=== dm_port_arbiter ===
### Gate families picked out, dm_port_arbiter

(6 px per um)
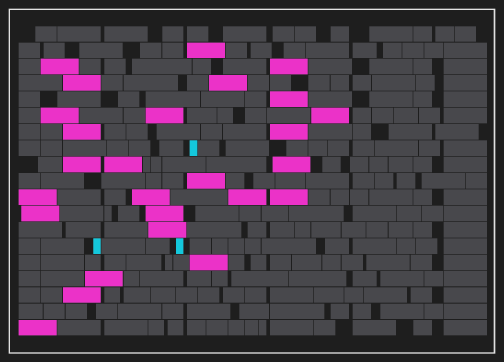

`config.mk`:
```
export PLATFORM = sky130hd
export DESIGN_NAME = dm_port_arbiter
export DESIGN_NICKNAME = d
export VERILOG_FILES = /design/src/rtl/dm_port_arbiter.sv
export SDC_FILE = /design/constraint.sdc
export NUM_CORES = 1
export LEC_CHECK = 0
export CORE_ASPECT_RATIO = 0.7
export CORE_UTILIZATION = 19
export DETAILED_ROUTE_END_ITERATION = 10
export PLACE_DENSITY = 0.76
export SYNTH_ARGS = -nofsm -noshare
export SYNTH_HDL_FRONTEND = slang
export SYNTH_SLANG_ARGS = --single-unit
```
`constraint.sdc`:
```
create_clock -name clk -period 1.5 [get_ports clk]
set_input_delay 0.3 -clock clk [delete_from_list [all_inputs] [get_ports clk]]
set_output_delay 0.3 -clock clk [all_outputs]
set_load 0.05 [all_outputs]
```
`src/rtl/dm_port_arbiter.sv`:
```
// Single-port data-memory arbiter between the core MEM path and a host loader/debug port.
// Core has priority; a host that has been denied MAX_WAIT cycles in a row wins the next conflict.
module dm_port_arbiter #(
    parameter int AW       = 9,
    parameter int DW       = 16,
    parameter int MAX_WAIT = 4
) (
    input  logic          clk,
    input  logic          rst,
    input  logic          core_req,
    input  logic          core_we,
    input  logic [AW-1:0] core_addr,
    input  logic [DW-1:0] core_wdata,
    output logic          core_gnt,
    output logic          core_rvalid,
    output logic [DW-1:0] core_rdata,
    input  logic          host_req,
    input  logic          host_we,
    input  logic [AW-1:0] host_addr,
    input  logic [DW-1:0] host_wdata,
    output logic          host_gnt,
    output logic          host_rvalid,
    output logic [DW-1:0] host_rdata,
    output logic [AW-1:0] dm_addr,
    output logic [DW-1:0] dm_in,
    output logic          dm_w,
    output logic          dm_en,
    input  logic [DW-1:0] dm_out,
    output logic [3:0]    host_wait
);

    typedef enum logic [1:0] {NONE = 2'd0, CORE = 2'd1, HOST = 2'd2} owner_t;

    owner_t     rd_owner;
    logic [3:0] wait_cnt;
    logic       core_win;
    logic       host_win;
    logic       host_starved;

    assign host_starved = (wait_cnt == 4'(MAX_WAIT));

    // Grants are suppressed while reset is held so the memory sees no stray strobe.
    always_comb begin
        core_win = 1'b0;
        host_win = 1'b0;
        if (rst) begin
            if (host_req && (!core_req || host_starved))
                host_win = 1'b1;
            else if (core_req)
                core_win = 1'b1;
        end
    end

    assign core_gnt = core_win;
    assign host_gnt = host_win;
    assign dm_en    = core_win | host_win;
    assign dm_w     = (core_win & core_we) | (host_win & host_we);
    assign dm_addr  = host_win ? host_addr  : (core_win ? core_addr  : '0);
    assign dm_in    = host_win ? host_wdata : (core_win ? core_wdata : '0);

    always_ff @(posedge clk or negedge rst) begin
        if (!rst) begin
            wait_cnt <= 4'd0;
            rd_owner <= NONE;
        end else begin
            if (host_req && !host_win)
                wait_cnt <= host_starved ? wait_cnt : wait_cnt + 4'd1;
            else
                wait_cnt <= 4'd0;

            if (core_win && !core_we)
                rd_owner <= CORE;
            else if (host_win && !host_we)
                rd_owner <= HOST;
            else
                rd_owner <= NONE;
        end
    end

    assign host_wait   = wait_cnt;
    assign core_rvalid = (rd_owner == CORE);
    assign host_rvalid = (rd_owner == HOST);
    assign core_rdata  = core_rvalid ? dm_out : '0;
    assign host_rdata  = host_rvalid ? dm_out : '0;

endmodule

```
=== pool_note_player ===
<file path="src/rtl/pool_note_player.sv">
// rtl/pool_note_player.sv - draws a uniform random pool index per beat and plays the stored note as a square wave
module pool_note_player #(
    parameter int          CLK_HZ      = 50_000_000,
    parameter int          BEAT_CYCLES = 12_500_000,
    parameter int          POOL_SIZE   = 100,
    parameter logic [15:0] LFSR_SEED   = 16'hACE1
) (
    input  logic       CLOCK_50,
    input  logic       resetn,
    input  logic       enable,
    output logic [6:0] pool_rd_addr,
    input  logic [3:0] pool_rd_data,
    output logic [3:0] note_code,
    output logic       note_valid,
    output logic       speaker
);

    localparam int             BW         = $clog2(BEAT_CYCLES);
    localparam logic [BW-1:0]  BEAT_LAST  = BW'(BEAT_CYCLES - 1);
    localparam logic [7:0]     POOL_LIMIT = 8'(POOL_SIZE);

    // Half-period table for codes 0..15 (C4 upward, equal temperament), packed 20 bits per entry.
    function automatic logic [319:0] build_half_table();
        logic [319:0] t;
        real          f;
        real          h;
        int           v;
        t = '0;
        for (int n = 0; n < 16; n++) begin
            f = 261.63 * (2.0 ** ($itor(n) / 12.0));
            h = $itor(CLK_HZ) / (2.0 * f);
            v = $rtoi(h + 0.5);
            if (v < 1) v = 1;
            if (v > 1048575) v = 1048575;
            t[n*20 +: 20] = v[19:0];
        end
        return t;
    endfunction

    localparam logic [319:0] HALF_TABLE = build_half_table();

    typedef enum logic [2:0] {
        IDLE,
        DRAW,
        FETCH,
        LATCH,
        PLAY
    } state_t;

    state_t        state;
    logic [15:0]   lfsr;
    logic [15:0]   lfsr_next;
    logic [19:0]   half_cnt;
    logic [BW-1:0] beat_cnt;
    logic [19:0]   half_rom [16];
    logic          is_rest;

    always_comb begin
        for (int i = 0; i < 16; i++) begin
            half_rom[i] = HALF_TABLE[i*20 +: 20];
        end
    end

    // Fibonacci feedback from taps 16,14,13,11, shifting toward the MSB.
    assign lfsr_next = {lfsr[14:0], lfsr[15] ^ lfsr[13] ^ lfsr[12] ^ lfsr[10]};
    assign is_rest   = (note_code > 4'd12);

    always_ff @(posedge CLOCK_50 or negedge resetn) begin
        if (!resetn) begin
            state        <= IDLE;
            lfsr         <= LFSR_SEED;
            pool_rd_addr <= 7'd0;
            note_code    <= 4'd15;
            note_valid   <= 1'b0;
            speaker      <= 1'b0;
            half_cnt     <= 20'd0;
            beat_cnt     <= '0;
        end else begin
            note_valid <= (state == LATCH);
            case (state)
                IDLE: begin
                    speaker <= 1'b0;
                    if (enable) begin
                        state <= DRAW;
                    end
                end
                DRAW: begin
                    lfsr <= lfsr_next;
                    // Rejection sampling keeps the index uniform over the valid entries.
                    if ({1'b0, lfsr_next[6:0]} < POOL_LIMIT) begin
                        pool_rd_addr <= lfsr_next[6:0];
                        state        <= FETCH;
                    end
                end
                FETCH: begin
                    state <= LATCH;
                end
                LATCH: begin
                    note_code <= pool_rd_data;
                    half_cnt  <= half_rom[pool_rd_data];
                    beat_cnt  <= BEAT_LAST;
                    speaker   <= 1'b0;
                    state     <= PLAY;
                end
                PLAY: begin
                    if (half_cnt == 20'd0) begin
                        half_cnt <= half_rom[note_code] - 20'd1;
                        if (!is_rest) begin
                            speaker <= ~speaker;
                        end
                    end else begin
                        half_cnt <= half_cnt - 20'd1;
                    end
                    if (beat_cnt == '0) begin
                        if (enable) begin
                            state <= DRAW;
                        end else begin
                            state   <= IDLE;
                            speaker <= 1'b0;
                        end
                    end else begin
                        beat_cnt <= beat_cnt - 1'b1;
                    end
                end
                default: begin
                    state <= IDLE;
                end
            endcase
        end
    end

endmodule

</file>
<file path="config.mk">
export PLATFORM = sky130hd
export DESIGN_NAME = pool_note_player
export DESIGN_NICKNAME = d
export VERILOG_FILES = /design/src/rtl/pool_note_player.sv
export SDC_FILE = /design/constraint.sdc
export NUM_CORES = 1
export LEC_CHECK = 0
export CORE_AREA = 3 3 100 102
export CTS_BUF_LIST = sky130_fd_sc_hd__clkbuf_8 sky130_fd_sc_hd__clkbuf_16
export CTS_CLUSTER_SIZE = 28
export DETAILED_ROUTE_END_ITERATION = 8
export DIE_AREA = 0 0 103 105
export PLACE_DENSITY_LB_ADDON = 0.05
export SLEW_MARGIN = 30
export SYNTH_ARGS = -nofsm -noshare
export SYNTH_HDL_FRONTEND = slang
export SYNTH_SLANG_ARGS = --single-unit
</file>
<file path="constraint.sdc">
create_clock -name CLOCK_50 -period 9.19 [get_ports CLOCK_50]
set_input_delay 1.838 -clock CLOCK_50 [delete_from_list [all_inputs] [get_ports CLOCK_50]]
set_output_delay 1.838 -clock CLOCK_50 [all_outputs]
set_load 0.005 [all_outputs]
</file>
### Routing congestion, dm_port_arbiter

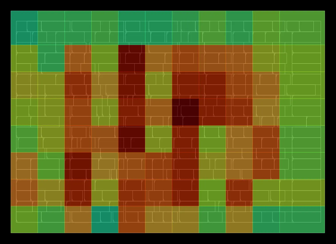
GR Layer Usage met1: 24.9%
Overall Global Routing Usage: 24.2%
met3 usage: 8.00%
grt met2 use: 46.0%
DR WL/cell: 22.0 um

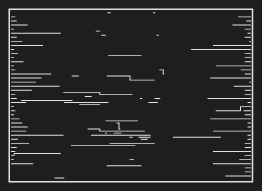
*The metal 3 layer, dm_port_arbiter*
(3 px per um)
longest straight run	21.2 um
main direction	horizontal
nets with wire on the layer	98

## Picture notes: 'Gate families picked out' of dm_port_arbiter
color	family	cells
magenta	AND-OR and OR-AND gates	26
cyan	inverters	3
logic share of the area: 26.3%
Top cell excl fill/tap: clkdlybuf4s50_1
post-route insts no fill: 321

==> impl_metrics.py, dm_port_arbiter <==
# Metrics from the implementation run
metrics = {
    "status": {
        "outcome": "finished, violations left",
        "failed_checks": "negative setup slack",
    },
    "drt": {
        "initialDrtViolationCount": 47,
        "drtPass1Iterations": 4,
        "vias": 1611,
        "ant_nets": 0,
    },
    "timing": {
        "setup_viol": 68,
        "worst_slack_ns": -0.643,
    },
    "power": {
        "power.total_w": 0.00175,
        "power_leakage_nw": 1.64,
        "p_int_w": 0.00106,
    },
    "die": {
        "ioPinCount": 139,
        "core_um2": 4040,
    },
    "setup_path": {
        "critPathLaunch": "host_wait[1]",
        "max_stage_delay_ns": 0.38,
        "path_delay_family": "buffers and inverters",
        "endpoint": "dm_addr[8]",
    },
    "final_layout": {
        "post_route_cells_drive_above_1_share_pct": 67.7,
        "clkbuf_count": 4,
        "buffers": 174,
        "combGateArea_um2": 987,
        "syn_to_final_growth_pct": 356,
    },
    "place": {
        "port_buffers": 138,
        "pre_cts_slack_ns": -0.482,
    },
    "synthesis": {
        "synthCells": 99,
        "synth-seq-cells": 6,
        "async_reset_ff_share_pct": 100,
        "xor_area_share_pct": 2.13,
        "common_cells": "32 x and2_1, 26 x a22o_1, 6 x dfrtp_1, 4 x nor2b_1",
    },
}
[dm_port_arbiter: cells in the final DEF (no fill, tap or decap)]
cell type	instances
clkbuf_1	1
nor2b_4	3
buf_16	2
nor3_2	3
buf_12	70
dfrtp_2	3
nand2_1	2
and3b_2	1
a21boi_2	1
inv_2	2
nand3_1	1
nor2b_1	1
clkbuf_8	3
clkdlybuf4s50_1	71
nand3b_1	1
clkbuf_16	2
nor2_1	1
buf_4	15
ha_1	1
buf_6	14
and2_4	32
or2_4	1
inv_1	1
a21oi_4	2
xnor2_1	2
ha_4	1
dfrtp_1	3
mux2i_1	2
a22o_4	26
a211oi_2	1
[dm_port_arbiter: what timing repair did]
action / 4_1_cts / 5_1_grt
resized: 42 / 13
endpoints found under the setup margin: 61 / 68
pin swaps: 26 / 18
gates cloned: 6 / 2
setup buffers: 6 / 4
[dm_port_arbiter: worst min-delay path by stage]
stage | start | to | slack (ns)
after floorplan | rst | host_wait[0] | 0.004
after detailed placement | rst | rd_owner[0] | 0.68
final | rst | host_wait[2] | 0.47
after global placement | rst | host_wait[1] | 0.66
after global routing | rst | host_wait[2] | 0.48
after CTS | rst | host_wait[2] | 0.43
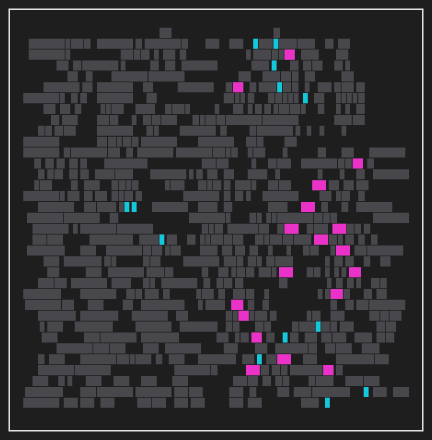
*Gate families picked out, pool_note_player*
(4 px per um)
color	family	cells
cyan	inverters	13
magenta	AND-OR and OR-AND gates	18

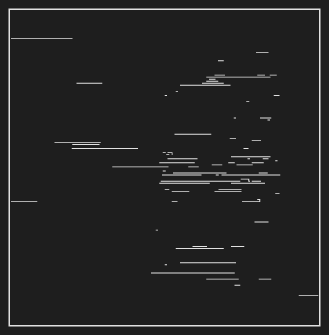
*The metal 3 layer, pool_note_player*
(3 px per um)
share of all routed wire	4.1%
main direction	horizontal

==> impl_metrics.py, pool_note_player <==
# Metrics from the implementation run
metrics = {
    "status": {
        "outcome": "finished clean",
    },
    "setup_path": {
        "endpoint": "half_cnt[14]",
        "reg2reg_depth": 12,
        "crit_chain": "or4_1 > nor4_4 > nand2_1 > o21bai_1 > ha_1 > nand2b_1 > or3_1 > nor3_1 > a22o_1 > nand4_1 > xnor2_1 > a21oi_1",
    },
    "final_layout": {
        "seq_area_um2": 1920,
        "layout_top_cell": "dfrtp_1",
    },
    "clocking": {
        "post_cts_resized": 0,
        "tritoncts": "done",
        "clock_path_buffers": 2,
    },
    "global_route": {
        "grt_pass1_wl_mm": 20.1,
        "grt_overflow": 0,
        "antenna_found_initial": 0,
    },
    "die": {
        "die_h_um": 105,
    },
    "place": {
        "pre_cts_slack_ns": 5.13,
    },
    "drt": {
        "drtPass1Iterations": 7,
        "ant_nets": 0,
    },
    "timing": {
        "finalClockPeriodUsage_pct": 42.8,
        "timing.hold.ws_ns": 0.479,
        "relSlewSlack_pct": 45.9,
    },
    "synthesis": {
        "synthCells": 552,
        "yosys_area_um2": 5010,
        "ys_seq_share_pct": 38.3,
    },
}
## pool_note_player: final cells by class
class | instances | share of cell area, %
Multi-Input combinational cell | 430 | 53.2
Sequential cell | 76 | 35.1
Timing Repair Buffer | 22 | 3.82
Tap cell | 111 | 2.54
Clock buffer | 9 | 2.27
Clock inverter | 7 | 2.15
Inverter | 13 | 0.893
## pool_note_player: routing by layer
metal	wire (um)	up-vias	global-route usage, %
li1	-	2030	-
met1	5300	2050	32.2
met2	5750	116	35.2
met3	489	28	4.01
met4	439	0	9.90
met5	0	-	0
## pool_note_player: worst reg2reg max path: stages (launching register included)
cell	delay, ns
dfrtp_1	0.45
or4_1	0.59
nor4_4	0.51
nand2_1	0.39
o21bai_1	0.30
ha_1	0.23
nand2b_1	0.13
or3_1	0.38
nor3_1	0.19
a22o_1	0.19
nand4_1	0.12
xnor2_1	0.22
a21oi_1	0.09
## pool_note_player: flip-flops by register name, indices dropped and copies added (netlist names)
register / count
beat_cnt: 24
half_cnt: 20
lfsr: 16
note_code: 4
note_valid: 1
pool_rd_addr: 7
speaker: 1
state: 3


==> notes/layouts.md <==
Pictures saved along the way, in no particular order.

Drive-strength map.
(a)
(4 px per um)
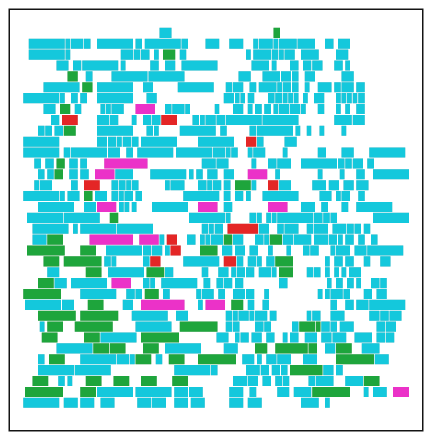
(b)
(6 px per um)
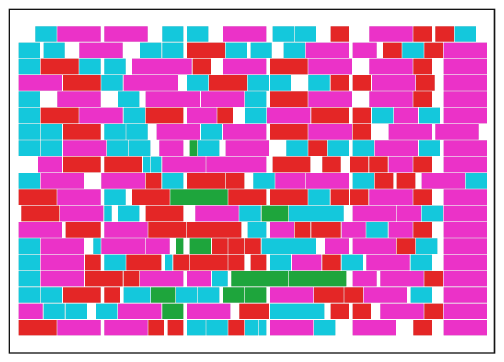
The one with the largest die is (a).
The one with the most cells is (a).
(b): dm_port_arbiter
(a): pool_note_player

Power figures rest on the tool's default switching activity, not on a simulated workload.
